=== block 1 ===
<file path="config.mk">
export PLATFORM = sky130hd
export DESIGN_NAME = multicycle_ctrl
export DESIGN_NICKNAME = d
export VERILOG_FILES = /design/src/rtl/multicycle_ctrl.sv
export SDC_FILE = /design/constraint.sdc
export NUM_CORES = 1
export LEC_CHECK = 0
export CAP_MARGIN = 10
export CORE_MARGIN = 3
export CORE_UTILIZATION = 43
export DETAILED_ROUTE_END_ITERATION = 8
export GPL_TIMING_DRIVEN = 0
export HOLD_SLACK_MARGIN = 0.12
export PLACE_DENSITY = 0.79
export SYNTH_ARGS = -nofsm -noshare
export SYNTH_HDL_FRONTEND = slang
export SYNTH_SLANG_ARGS = --single-unit
</file>
<file path="constraint.sdc">
create_clock -name clk -period 1.81 [get_ports clk]
set_input_delay 0.4525 -clock clk [delete_from_list [all_inputs] [get_ports clk]]
set_output_delay 0.4525 -clock clk [all_outputs]
set_load 0.02 [all_outputs]
</file>
<file path="src/rtl/multicycle_ctrl.sv">
// Multicycle sequencer for the MIPS_32 datapath.
// One FSM steps each instruction through fetch, decode, execute/address,
// memory access and write-back, so a single ALU and a single unified memory
// port are shared across all phases. Memory accesses use a ready handshake
// with a bounded wait; an illegal opcode or an over-long wait parks the
// sequencer in a sticky TRAP state until reset.
module multicycle_ctrl #(
    parameter int MEM_TIMEOUT = 15,
    parameter int CNT_W       = 8
) (
    input  logic       clk,
    input  logic       rst,
    input  logic [5:0] opcode,
    input  logic       zero,
    input  logic       memReady,
    output logic       pcWrite,
    output logic [1:0] pcSrc,
    output logic       iOrD,
    output logic       memRead,
    output logic       memWrite,
    output logic       irWrite,
    output logic       regWrite,
    output logic       regDst,
    output logic       memToReg,
    output logic       ALUSrcA,
    output logic [1:0] ALUSrcB,
    output logic [1:0] ALUOp,
    output logic [3:0] state,
    output logic       trap
);

    typedef enum logic [3:0] {
        S_FETCH    = 4'd0,
        S_DECODE   = 4'd1,
        S_MEM_ADDR = 4'd2,
        S_MEM_RD   = 4'd3,
        S_WB_MEM   = 4'd4,
        S_MEM_WR   = 4'd5,
        S_EXEC_R   = 4'd6,
        S_WB_R     = 4'd7,
        S_EXEC_I   = 4'd8,
        S_WB_I     = 4'd9,
        S_BRANCH   = 4'd10,
        S_JUMP     = 4'd11,
        S_TRAP     = 4'd15
    } state_t;

    localparam logic [5:0] OP_RTYPE = 6'b000000;
    localparam logic [5:0] OP_LW    = 6'b100011;
    localparam logic [5:0] OP_SW    = 6'b101011;
    localparam logic [5:0] OP_ADDI  = 6'b001000;
    localparam logic [5:0] OP_BEQ   = 6'b000100;
    localparam logic [5:0] OP_BNE   = 6'b000101;
    localparam logic [5:0] OP_J     = 6'b000010;

    // The wait that would bring the counter up to MEM_TIMEOUT is the last one
    // tolerated; on that cycle the FSM leaves for TRAP instead of counting.
    localparam logic [CNT_W-1:0] TIMEOUT_LAST = CNT_W'(MEM_TIMEOUT - 1);
    localparam logic [CNT_W-1:0] CNT_ONE      = CNT_W'(1);

    state_t           cur_state;
    logic [CNT_W-1:0] wait_cnt;
    logic             trap_flag;

    // Sequencer state, memory wait counter and sticky trap flag.
    always_ff @(posedge clk) begin
        if (!rst) begin
            cur_state <= S_FETCH;
            wait_cnt  <= '0;
            trap_flag <= 1'b0;
        end else begin
            case (cur_state)
                S_FETCH: begin
                    if (memReady) begin
                        cur_state <= S_DECODE;
                        wait_cnt  <= '0;
                    end else if (wait_cnt == TIMEOUT_LAST) begin
                        cur_state <= S_TRAP;
                        trap_flag <= 1'b1;
                        wait_cnt  <= '0;
                    end else begin
                        wait_cnt <= wait_cnt + CNT_ONE;
                    end
                end
                S_DECODE: begin
                    wait_cnt <= '0;
                    case (opcode)
                        OP_RTYPE:      cur_state <= S_EXEC_R;
                        OP_LW, OP_SW:  cur_state <= S_MEM_ADDR;
                        OP_ADDI:       cur_state <= S_EXEC_I;
                        OP_BEQ, OP_BNE: cur_state <= S_BRANCH;
                        OP_J:          cur_state <= S_JUMP;
                        default: begin
                            cur_state <= S_TRAP;
                            trap_flag <= 1'b1;
                        end
                    endcase
                end
                S_MEM_ADDR: begin
                    // Counter is cleared here so MEM_RD/MEM_WR start from zero.
                    wait_cnt <= '0;
                    if (opcode == OP_LW) begin
                        cur_state <= S_MEM_RD;
                    end else if (opcode == OP_SW) begin
                        cur_state <= S_MEM_WR;
                    end else begin
                        cur_state <= S_TRAP;
                        trap_flag <= 1'b1;
                    end
                end
                S_MEM_RD: begin
                    if (memReady) begin
                        cur_state <= S_WB_MEM;
                        wait_cnt  <= '0;
                    end else if (wait_cnt == TIMEOUT_LAST) begin
                        cur_state <= S_TRAP;
                        trap_flag <= 1'b1;
                        wait_cnt  <= '0;
                    end else begin
                        wait_cnt <= wait_cnt + CNT_ONE;
                    end
                end
                S_MEM_WR: begin
                    if (memReady) begin
                        cur_state <= S_FETCH;
                        wait_cnt  <= '0;
                    end else if (wait_cnt == TIMEOUT_LAST) begin
                        cur_state <= S_TRAP;
                        trap_flag <= 1'b1;
                        wait_cnt  <= '0;
                    end else begin
                        wait_cnt <= wait_cnt + CNT_ONE;
                    end
                end
                S_WB_MEM: begin
                    cur_state <= S_FETCH;
                    wait_cnt  <= '0;
                end
                S_EXEC_R: begin
                    cur_state <= S_WB_R;
                    wait_cnt  <= '0;
                end
                S_WB_R: begin
                    cur_state <= S_FETCH;
                    wait_cnt  <= '0;
                end
                S_EXEC_I: begin
                    cur_state <= S_WB_I;
                    wait_cnt  <= '0;
                end
                S_WB_I: begin
                    cur_state <= S_FETCH;
                    wait_cnt  <= '0;
                end
                S_BRANCH: begin
                    cur_state <= S_FETCH;
                    wait_cnt  <= '0;
                end
                S_JUMP: begin
                    cur_state <= S_FETCH;
                    wait_cnt  <= '0;
                end
                S_TRAP: begin
                    cur_state <= S_TRAP;
                    trap_flag <= 1'b1;
                    wait_cnt  <= '0;
                end
                default: begin
                    cur_state <= S_TRAP;
                    trap_flag <= 1'b1;
                    wait_cnt  <= '0;
                end
            endcase
        end
    end

    // Control word decoded from the current state; everything is held low
    // while reset is asserted so an in-flight memory request drops at once.
    always_comb begin
        pcWrite  = 1'b0;
        pcSrc    = 2'b00;
        iOrD     = 1'b0;
        memRead  = 1'b0;
        memWrite = 1'b0;
        irWrite  = 1'b0;
        regWrite = 1'b0;
        regDst   = 1'b0;
        memToReg = 1'b0;
        ALUSrcA  = 1'b0;
        ALUSrcB  = 2'b00;
        ALUOp    = 2'b00;
        if (rst) begin
            case (cur_state)
                S_FETCH: begin
                    memRead = 1'b1;
                    ALUSrcB = 2'b01;
                    // IR and PC load only on the cycle the read completes.
                    irWrite = memReady;
                    pcWrite = memReady;
                end
                S_MEM_ADDR, S_EXEC_I: begin
                    ALUSrcA = 1'b1;
                    ALUSrcB = 2'b10;
                end
                S_MEM_RD: begin
                    memRead = 1'b1;
                    iOrD    = 1'b1;
                end
                S_WB_MEM: begin
                    regWrite = 1'b1;
                    memToReg = 1'b1;
                end
                S_MEM_WR: begin
                    memWrite = 1'b1;
                    iOrD     = 1'b1;
                end
                S_EXEC_R: begin
                    ALUSrcA = 1'b1;
                    ALUOp   = 2'b10;
                end
                S_WB_R: begin
                    regWrite = 1'b1;
                    regDst   = 1'b1;
                end
                S_WB_I: begin
                    regWrite = 1'b1;
                end
                S_BRANCH: begin
                    ALUSrcA = 1'b1;
                    ALUOp   = 2'b01;
                    pcSrc   = 2'b01;
                    pcWrite = ((opcode == OP_BEQ) && zero) ||
                              ((opcode == OP_BNE) && !zero);
                end
                S_JUMP: begin
                    pcSrc   = 2'b10;
                    pcWrite = 1'b1;
                end
                default: begin
                    pcWrite = 1'b0;
                end
            endcase
        end
    end

    assign state = cur_state;
    assign trap  = trap_flag & rst;

endmodule
</file>
=== block 2 ===
--- src/rtl/mips_pkg.sv ---
// Purpose : shared definitions for the MIPS ID/EX slice (control bit map, reg zero, operand bypass helper).
// Latency : n/a (types, constants and a combinational function only).
// Backpressure: n/a.
package mips_pkg;

    // Width of the decoded control bundle carried from ID into EX.
    localparam int CTRL_W = 12;

    // Control bit map.
    localparam int CTRL_RFWR      = 0;  // instruction writes the register file
    localparam int CTRL_MEMRD     = 1;  // load: result only available after MEM
    localparam int CTRL_MEMWR     = 2;  // store
    localparam int CTRL_USE_RS    = 3;  // instruction actually reads rs
    localparam int CTRL_USE_RT    = 4;  // instruction actually reads rt
    localparam int CTRL_ALUOP_LSB = 5;  // ALU opcode, 4 bits
    localparam int CTRL_ALUOP_MSB = 8;

    localparam logic [4:0] REG_ZERO = 5'd0;

    // Operand seen by EX: r0 is hard zero, a same-cycle WB write to the
    // source register wins over the (stale) register-file read data.
    function automatic logic [31:0] bypass_operand(
        input logic [4:0]  src,
        input logic [31:0] rf_dat,
        input logic        wb_rfwr,
        input logic [4:0]  wb_w,
        input logic [31:0] wb_din
    );
        logic [31:0] res;
        res = rf_dat;
        if (src == REG_ZERO) begin
            res = 32'd0;
        end else if (wb_rfwr && (wb_w == src)) begin
            res = wb_din;
        end
        return res;
    endfunction

endpackage

--- src/rtl/id_ex_stage_if.sv ---
// Purpose : ID/EX boundary bundle: ID instruction, rf read data, WB write port, EX register outputs.
// Latency : n/a (wires only).
// Backpressure: ex_stall from EX in, id_stall to IF/ID out.
//  master : environment side (drives ID/rf/WB/ex_stall/flush, observes id_stall and EX register)
//  slave  : the id_ex_stage itself
interface id_ex_stage_if #(
    parameter int CTRL_W = mips_pkg::CTRL_W
);
    // ID side
    logic              id_valid;
    logic [31:0]       id_pc;
    logic [4:0]        id_rs;
    logic [4:0]        id_rt;
    logic [4:0]        id_wreg;
    logic [31:0]       id_imm;
    logic [CTRL_W-1:0] id_ctrl;
    logic [31:0]       rf_douta;
    logic [31:0]       rf_doutb;
    // WB write port snoop
    logic              wb_rfwr;
    logic [4:0]        wb_w;
    logic [31:0]       wb_din;
    // pipeline control
    logic              ex_stall;
    logic              flush;
    logic              id_stall;
    // EX register
    logic              ex_valid;
    logic [31:0]       ex_pc;
    logic [31:0]       ex_a;
    logic [31:0]       ex_b;
    logic [31:0]       ex_imm;
    logic [4:0]        ex_rs;
    logic [4:0]        ex_rt;
    logic [4:0]        ex_wreg;
    logic [CTRL_W-1:0] ex_ctrl;

    modport master (
        output id_valid, id_pc, id_rs, id_rt, id_wreg, id_imm, id_ctrl,
               rf_douta, rf_doutb, wb_rfwr, wb_w, wb_din, ex_stall, flush,
        input  id_stall, ex_valid, ex_pc, ex_a, ex_b, ex_imm,
               ex_rs, ex_rt, ex_wreg, ex_ctrl
    );

    modport slave (
        input  id_valid, id_pc, id_rs, id_rt, id_wreg, id_imm, id_ctrl,
               rf_douta, rf_doutb, wb_rfwr, wb_w, wb_din, ex_stall, flush,
        output id_stall, ex_valid, ex_pc, ex_a, ex_b, ex_imm,
               ex_rs, ex_rt, ex_wreg, ex_ctrl
    );

endinterface

--- src/rtl/load_use_detect.sv ---
// Purpose : flag an ID instruction that reads the destination of a load sitting in EX.
// Latency : combinational.
// Backpressure: none itself; its output feeds id_stall and the bubble insert.
//  ports: ex_valid/ex_memrd/ex_wreg (EX register), id_valid/id_rs/id_rt/id_use_rs/id_use_rt (ID) -> lu
module load_use_detect
    import mips_pkg::*;
(
    input  logic       ex_valid,
    input  logic       ex_memrd,
    input  logic [4:0] ex_wreg,
    input  logic       id_valid,
    input  logic [4:0] id_rs,
    input  logic [4:0] id_rt,
    input  logic       id_use_rs,
    input  logic       id_use_rt,
    output logic       lu
);

    logic load_in_ex;
    logic rs_hit;
    logic rt_hit;

    // A load targeting r0 produces nothing anyone can depend on.
    assign load_in_ex = ex_valid & ex_memrd & (ex_wreg != REG_ZERO);
    assign rs_hit     = id_use_rs & (id_rs == ex_wreg);
    assign rt_hit     = id_use_rt & (id_rt == ex_wreg);
    assign lu         = id_valid & load_in_ex & (rs_hit | rt_hit);

endmodule

--- src/rtl/id_ex_stage.sv ---
// Purpose : ID/EX pipeline register with WB->ID operand bypass, load-use bubble insert and flush squash.
// Latency : 1 cycle ID->EX; a load-use hazard costs exactly one bubble.
// Backpressure: ex_stall freezes the EX register; id_stall = ex_stall | load-use tells IF/ID to hold.
//  ports: clk, rst (sync, active high), bus (id_ex_stage_if.slave), bubble_cnt (saturating bubble count)
module id_ex_stage
    import mips_pkg::*;
#(
    parameter int CTRL_W = mips_pkg::CTRL_W,
    parameter int CNT_W  = 16
) (
    input  logic             clk,
    input  logic             rst,
    id_ex_stage_if.slave     bus,
    output logic [CNT_W-1:0] bubble_cnt
);

    localparam logic [CNT_W-1:0] CNT_MAX = '1;
    localparam logic [CNT_W-1:0] CNT_ONE = {{(CNT_W-1){1'b0}}, 1'b1};

    logic              ex_valid_q;
    logic [31:0]       ex_pc_q;
    logic [31:0]       ex_a_q;
    logic [31:0]       ex_b_q;
    logic [31:0]       ex_imm_q;
    logic [4:0]        ex_rs_q;
    logic [4:0]        ex_rt_q;
    logic [4:0]        ex_wreg_q;
    logic [CTRL_W-1:0] ex_ctrl_q;
    logic [CNT_W-1:0]  bubble_cnt_q;
    // A flush that arrives while EX is frozen must still squash the ID
    // instruction once EX can move again; this remembers it.
    logic              kill_pend_q;

    logic [31:0] op_a;
    logic [31:0] op_b;
    logic        lu;

    assign op_a = bypass_operand(bus.id_rs, bus.rf_douta, bus.wb_rfwr, bus.wb_w, bus.wb_din);
    assign op_b = bypass_operand(bus.id_rt, bus.rf_doutb, bus.wb_rfwr, bus.wb_w, bus.wb_din);

    load_use_detect u_lu (
        .ex_valid  (ex_valid_q),
        .ex_memrd  (ex_ctrl_q[CTRL_MEMRD]),
        .ex_wreg   (ex_wreg_q),
        .id_valid  (bus.id_valid),
        .id_rs     (bus.id_rs),
        .id_rt     (bus.id_rt),
        .id_use_rs (bus.id_ctrl[CTRL_USE_RS]),
        .id_use_rt (bus.id_ctrl[CTRL_USE_RT]),
        .lu        (lu)
    );

    assign bus.id_stall = bus.ex_stall | lu;

    always_ff @(posedge clk) begin
        if (rst) begin
            ex_valid_q   <= 1'b0;
            ex_pc_q      <= '0;
            ex_a_q       <= '0;
            ex_b_q       <= '0;
            ex_imm_q     <= '0;
            ex_rs_q      <= '0;
            ex_rt_q      <= '0;
            ex_wreg_q    <= '0;
            ex_ctrl_q    <= '0;
            kill_pend_q  <= 1'b0;
            bubble_cnt_q <= '0;
        end else if (bus.ex_stall) begin
            // EX register holds every field.
            if (bus.flush) begin
                kill_pend_q <= 1'b1;
            end
        end else if (bus.flush || kill_pend_q || lu) begin
            // Bubble. Flush has priority over load-use but both insert the
            // same single bubble, so they share this branch. Data fields are
            // left untouched: they are meaningless while ex_valid is low.
            ex_valid_q  <= 1'b0;
            ex_ctrl_q   <= '0;
            kill_pend_q <= 1'b0;
            if (bubble_cnt_q != CNT_MAX) begin
                bubble_cnt_q <= bubble_cnt_q + CNT_ONE;
            end
        end else begin
            ex_valid_q <= bus.id_valid;
            ex_pc_q    <= bus.id_pc;
            ex_a_q     <= op_a;
            ex_b_q     <= op_b;
            ex_imm_q   <= bus.id_imm;
            ex_rs_q    <= bus.id_rs;
            ex_rt_q    <= bus.id_rt;
            ex_wreg_q  <= bus.id_wreg;
            // An empty slot must not carry stray write/load enables into EX.
            ex_ctrl_q  <= bus.id_valid ? bus.id_ctrl : '0;
        end
    end

    assign bus.ex_valid = ex_valid_q;
    assign bus.ex_pc    = ex_pc_q;
    assign bus.ex_a     = ex_a_q;
    assign bus.ex_b     = ex_b_q;
    assign bus.ex_imm   = ex_imm_q;
    assign bus.ex_rs    = ex_rs_q;
    assign bus.ex_rt    = ex_rt_q;
    assign bus.ex_wreg  = ex_wreg_q;
    assign bus.ex_ctrl  = ex_ctrl_q;
    assign bubble_cnt   = bubble_cnt_q;

endmodule

--- src/flat_wrapper.sv ---
// flat-port wrapper written by rule: the top's interface ports become plain ports
module id_ex_stage_flat import mips_pkg::*;
#(
    parameter int CTRL_W = mips_pkg::CTRL_W,
    parameter int CNT_W  = 16
)
  (clk, rst, bubble_cnt, bus_id_valid, bus_id_pc, bus_id_rs, bus_id_rt, bus_id_wreg, bus_id_imm, bus_id_ctrl, bus_rf_douta, bus_rf_doutb, bus_wb_rfwr, bus_wb_w, bus_wb_din, bus_ex_stall, bus_flush, bus_id_stall, bus_ex_valid, bus_ex_pc, bus_ex_a, bus_ex_b, bus_ex_imm, bus_ex_rs, bus_ex_rt, bus_ex_wreg, bus_ex_ctrl);
  id_ex_stage_if #(.CTRL_W(CTRL_W)) bus_i ();
  input  logic clk;
  input  logic rst;
  output logic [CNT_W-1:0] bubble_cnt;
  input wire logic [$bits(bus_i.id_valid)-1:0] bus_id_valid;
  input wire logic [$bits(bus_i.id_pc)-1:0] bus_id_pc;
  input wire logic [$bits(bus_i.id_rs)-1:0] bus_id_rs;
  input wire logic [$bits(bus_i.id_rt)-1:0] bus_id_rt;
  input wire logic [$bits(bus_i.id_wreg)-1:0] bus_id_wreg;
  input wire logic [$bits(bus_i.id_imm)-1:0] bus_id_imm;
  input wire logic [$bits(bus_i.id_ctrl)-1:0] bus_id_ctrl;
  input wire logic [$bits(bus_i.rf_douta)-1:0] bus_rf_douta;
  input wire logic [$bits(bus_i.rf_doutb)-1:0] bus_rf_doutb;
  input wire logic [$bits(bus_i.wb_rfwr)-1:0] bus_wb_rfwr;
  input wire logic [$bits(bus_i.wb_w)-1:0] bus_wb_w;
  input wire logic [$bits(bus_i.wb_din)-1:0] bus_wb_din;
  input wire logic [$bits(bus_i.ex_stall)-1:0] bus_ex_stall;
  input wire logic [$bits(bus_i.flush)-1:0] bus_flush;
  output wire logic [$bits(bus_i.id_stall)-1:0] bus_id_stall;
  output wire logic [$bits(bus_i.ex_valid)-1:0] bus_ex_valid;
  output wire logic [$bits(bus_i.ex_pc)-1:0] bus_ex_pc;
  output wire logic [$bits(bus_i.ex_a)-1:0] bus_ex_a;
  output wire logic [$bits(bus_i.ex_b)-1:0] bus_ex_b;
  output wire logic [$bits(bus_i.ex_imm)-1:0] bus_ex_imm;
  output wire logic [$bits(bus_i.ex_rs)-1:0] bus_ex_rs;
  output wire logic [$bits(bus_i.ex_rt)-1:0] bus_ex_rt;
  output wire logic [$bits(bus_i.ex_wreg)-1:0] bus_ex_wreg;
  output wire logic [$bits(bus_i.ex_ctrl)-1:0] bus_ex_ctrl;
  assign bus_i.id_valid = bus_id_valid;
  assign bus_i.id_pc = bus_id_pc;
  assign bus_i.id_rs = bus_id_rs;
  assign bus_i.id_rt = bus_id_rt;
  assign bus_i.id_wreg = bus_id_wreg;
  assign bus_i.id_imm = bus_id_imm;
  assign bus_i.id_ctrl = bus_id_ctrl;
  assign bus_i.rf_douta = bus_rf_douta;
  assign bus_i.rf_doutb = bus_rf_doutb;
  assign bus_i.wb_rfwr = bus_wb_rfwr;
  assign bus_i.wb_w = bus_wb_w;
  assign bus_i.wb_din = bus_wb_din;
  assign bus_i.ex_stall = bus_ex_stall;
  assign bus_i.flush = bus_flush;
  assign bus_id_stall = bus_i.id_stall;
  assign bus_ex_valid = bus_i.ex_valid;
  assign bus_ex_pc = bus_i.ex_pc;
  assign bus_ex_a = bus_i.ex_a;
  assign bus_ex_b = bus_i.ex_b;
  assign bus_ex_imm = bus_i.ex_imm;
  assign bus_ex_rs = bus_i.ex_rs;
  assign bus_ex_rt = bus_i.ex_rt;
  assign bus_ex_wreg = bus_i.ex_wreg;
  assign bus_ex_ctrl = bus_i.ex_ctrl;
  id_ex_stage #(.CTRL_W(CTRL_W), .CNT_W(CNT_W)) u_core (.clk(clk), .rst(rst), .bus(bus_i), .bubble_cnt(bubble_cnt));
endmodule
--- config.mk ---
export PLATFORM = sky130hd
export DESIGN_NAME = id_ex_stage_flat
export DESIGN_NICKNAME = d
export VERILOG_FILES = /design/src/rtl/mips_pkg.sv /design/src/rtl/id_ex_stage_if.sv /design/src/rtl/load_use_detect.sv /design/src/rtl/id_ex_stage.sv /design/src/flat_wrapper.sv
export SDC_FILE = /design/constraint.sdc
export NUM_CORES = 1
export LEC_CHECK = 0
export ABC_CLOCK_PERIOD_IN_PS = 3100
export CORE_AREA = 8 8 139 141
export CTS_CLUSTER_SIZE = 25
export DETAILED_ROUTE_END_ITERATION = 16
export DIE_AREA = 0 0 147 149
export GPL_TIMING_DRIVEN = 1
export PLACE_DENSITY = 0.86
export RECOVER_POWER = 25
export SLEW_MARGIN = 20
export SYNTH_ARGS = -nofsm -noshare
export SYNTH_HDL_FRONTEND = slang
export SYNTH_SLANG_ARGS = --single-unit
--- constraint.sdc ---
create_clock -name clk -period 3.1 [get_ports clk]
set_input_delay 0.31 -clock clk [delete_from_list [all_inputs] [get_ports clk]]
set_output_delay 0.31 -clock clk [all_outputs]
set_load 0.02 [all_outputs]
Block 2, met4 routing:
The bar under the picture is 50 um long.
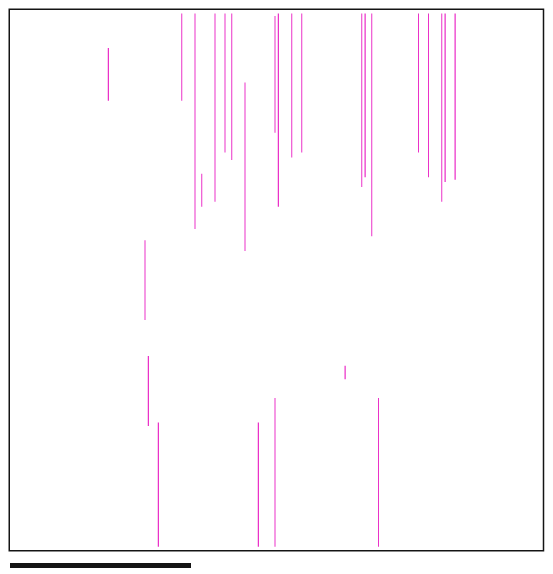
share of all routed wire: 3.6%
nets with wire on the layer: 25
final wirelength: 28200 um
routed vias: 7465

==> impl_metrics.env, block 2 <==
# source this file to load flow results
export IMPL_cp_arrival_ps=2470
export IMPL_enable_flop_cells=0
export IMPL_area_growth_syn_to_layout_pct=60.1
export IMPL_power_total_mw=5.42
export IMPL_pre_cts_slack_ps=372
export IMPL_worst_setup_path_start_kind="register"
export IMPL_finalSetupTns_ps=0
export IMPL_nonClockInverterCount=3
export IMPL_num_fill_cells=1369
export IMPL_largest_class="non-clock buffers"
export IMPL_cts_hold_repair_buffers=0
export IMPL_period_used_pct=89.8
export IMPL_timing_final_ws_setup_ps=317
export IMPL_drt_initial_drc_count=565
export IMPL_timing_worst_setup_path_type="reg2out"
export IMPL_finalNetCount=1354
export IMPL_crit_chain="xnor2_1 > nand4_1 > o22a_1 > o21ai_0 > clkdlybuf4s50_1"
export IMPL_maxClockFrequency_ghz=0.359
export IMPL_cts_htree_levels=4
export IMPL_outcome="finished, final reports clean"
export IMPL_placed_cells_incl_taps=1361
export IMPL_chip_area_um2=21900
export IMPL_row_count=48
export IMPL_worstPathMaxFanout=5
export IMPL_maxcap_viol_count=0
export IMPL_worst_ep_required_time_ps=2790
export IMPL_finalCoreUtilization_pct=69.1
export IMPL_ys_ff=173
export IMPL_synthSimpleGateAreaFrac_pct=19.8
export IMPL_syn_nets=1018
export IMPL_route_detailed_wl_per_inst_um=20.3
export IMPL_peakVddDrop_mv=0.365
export IMPL_worst_hold_path_num_cells=2
export IMPL_skew_ps=11.7
[block 2: report_power, final]
group	internal (mW)	leakage, nW	total [mW]	switching [mW]
combinational	0.483	2.56	0.935	0.452
sequential	2.32	1.41	2.37	0.0538
clock	1.16	0.277	2.12	0.961
[block 2: layer usage]
layer	up-vias	track usage [%]	share of wire (%)
met1	3519	27.6	39
li1	3579	-	-
met5	-	0	0
met2	312	42.8	50
met3	55	7.07	7.5
met4	0	11.4	3.6
Block 1, routing congestion:
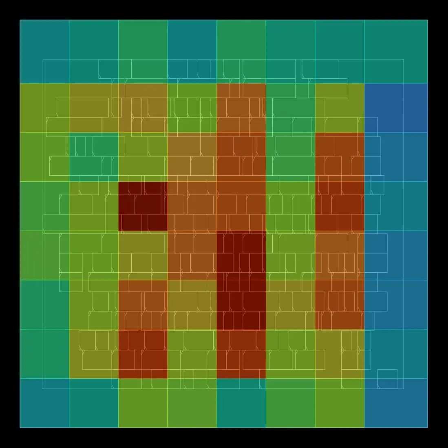
met3 Track Usage GR: 5.20%
busiest layer in global routing: met2
post-layout util: 70.7%
fraction of met1 tracks used by global routing: 26.1%
drt wl/cell: 15.4 um

==> impl_metrics.env, block 1 <==
# source this file to load flow results
export IMPL_placed_cells_incl_taps=204
export IMPL_synth_comb_largest_family="simple AND/OR/NAND/NOR gates"
export IMPL_viasPerCell=5.87
export IMPL_overflow=0
export IMPL_power_clock_total_uw=178
export IMPL_synth_warnings=0
export IMPL_synth_area_yosys_um2=1130
export IMPL_pin_count_of_the_biggest_net_entering_global_routing=11
export IMPL_beginning_of_the_critical_path="state[1]"
export IMPL_stage_log_warnings=30
export IMPL_cts_htree_levels=1
export IMPL_pre_cts_slack_ps=-1130
export IMPL_timing_worst_setup_path_type="reg2out"
export IMPL_fp_utilization_pct=48.1
export IMPL_finalNetCount=203
export IMPL_worst_r2r_endpoint="state[1]"
export IMPL_violations_in_the_final_reports="setup timing"
export IMPL_top_register="wait_cnt"
export IMPL_timing_final_ws_setup_ps=-169
export IMPL_largest_register_ffs=8
export IMPL_chip_area_um2=3270
export IMPL_finalSetupTns_ps=-661
export IMPL_outcome="finished, violations left"
export IMPL_cp_depth=7
export IMPL_syn_nets=160
export IMPL_final_setup_violation_count=7
export IMPL_worstPathMaxFanout=7
export IMPL_dieWidth_um=57.2
export IMPL_unrepaired_setup_endpoints_after_global_routing="yes"
==> block 1: layout make-up <==
cell class              instances  area, um2
plain buffers                   8       81.3
clock buffers                   4       26.3
fillers                       203        684
inverters                       5       18.8
multi-input cells             120        883
flip-flops and latches         13        273
well taps                      28       35.0
repair buffers                 40        338
==> block 1: layer usage <==
layer  vias to the layer above  part of all wire (%)
li1                        609                     -
met1                       600                    42
met2                        59                    47
met3                        11                   8.4
met4                         0                   2.0
met5                         -                     0


## Gallery

Sequential cells grouped by signal name.
panel A
The bar under the picture is 20 um long. Other sequential cells in the stronger grey, the rest of the logic in the fainter grey.
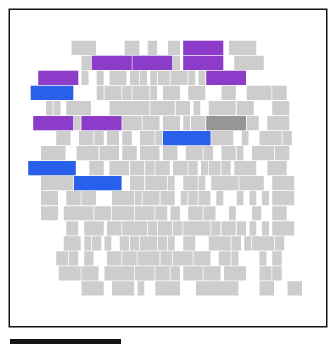
panel B
The bar under the picture is 50 um long. Other sequential cells in the stronger grey, the rest of the logic in the fainter grey.
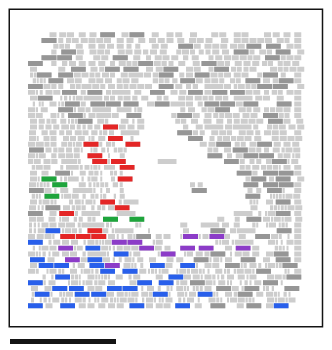
The one with the most sequential cells is panel B.
The one with the largest die is panel B.
Panel B comes from block 2.
Panel A comes from block 1.


==> notes/layouts.md <==
Pictures saved along the way, in no particular order.

Gate-type map.
image #1
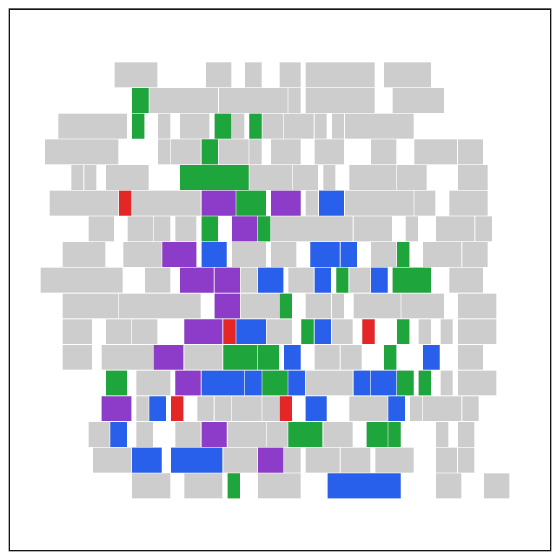
image #2
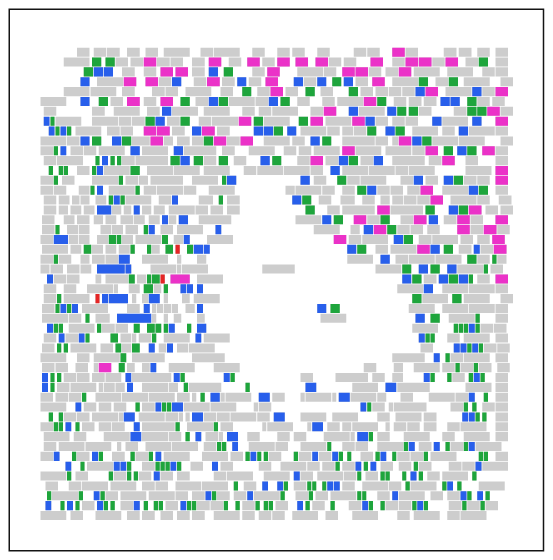
Of these, most cells: image #2
image #2 -> block 2
image #1 -> block 1

Key to image #2:
[blue] aoi and oai cells | cells: 185 | most used: a21oi_1 | where: all over the die
[red] inv cells | cells: 3 | most used: inv_1
[magenta] mux cells | cells: 66 | most used: mux2i_1
[green] nand cells | cells: 246 | most used: nand2_1 | where: all over the die

Power figures rest on the tool's default switching activity, not on a simulated workload.
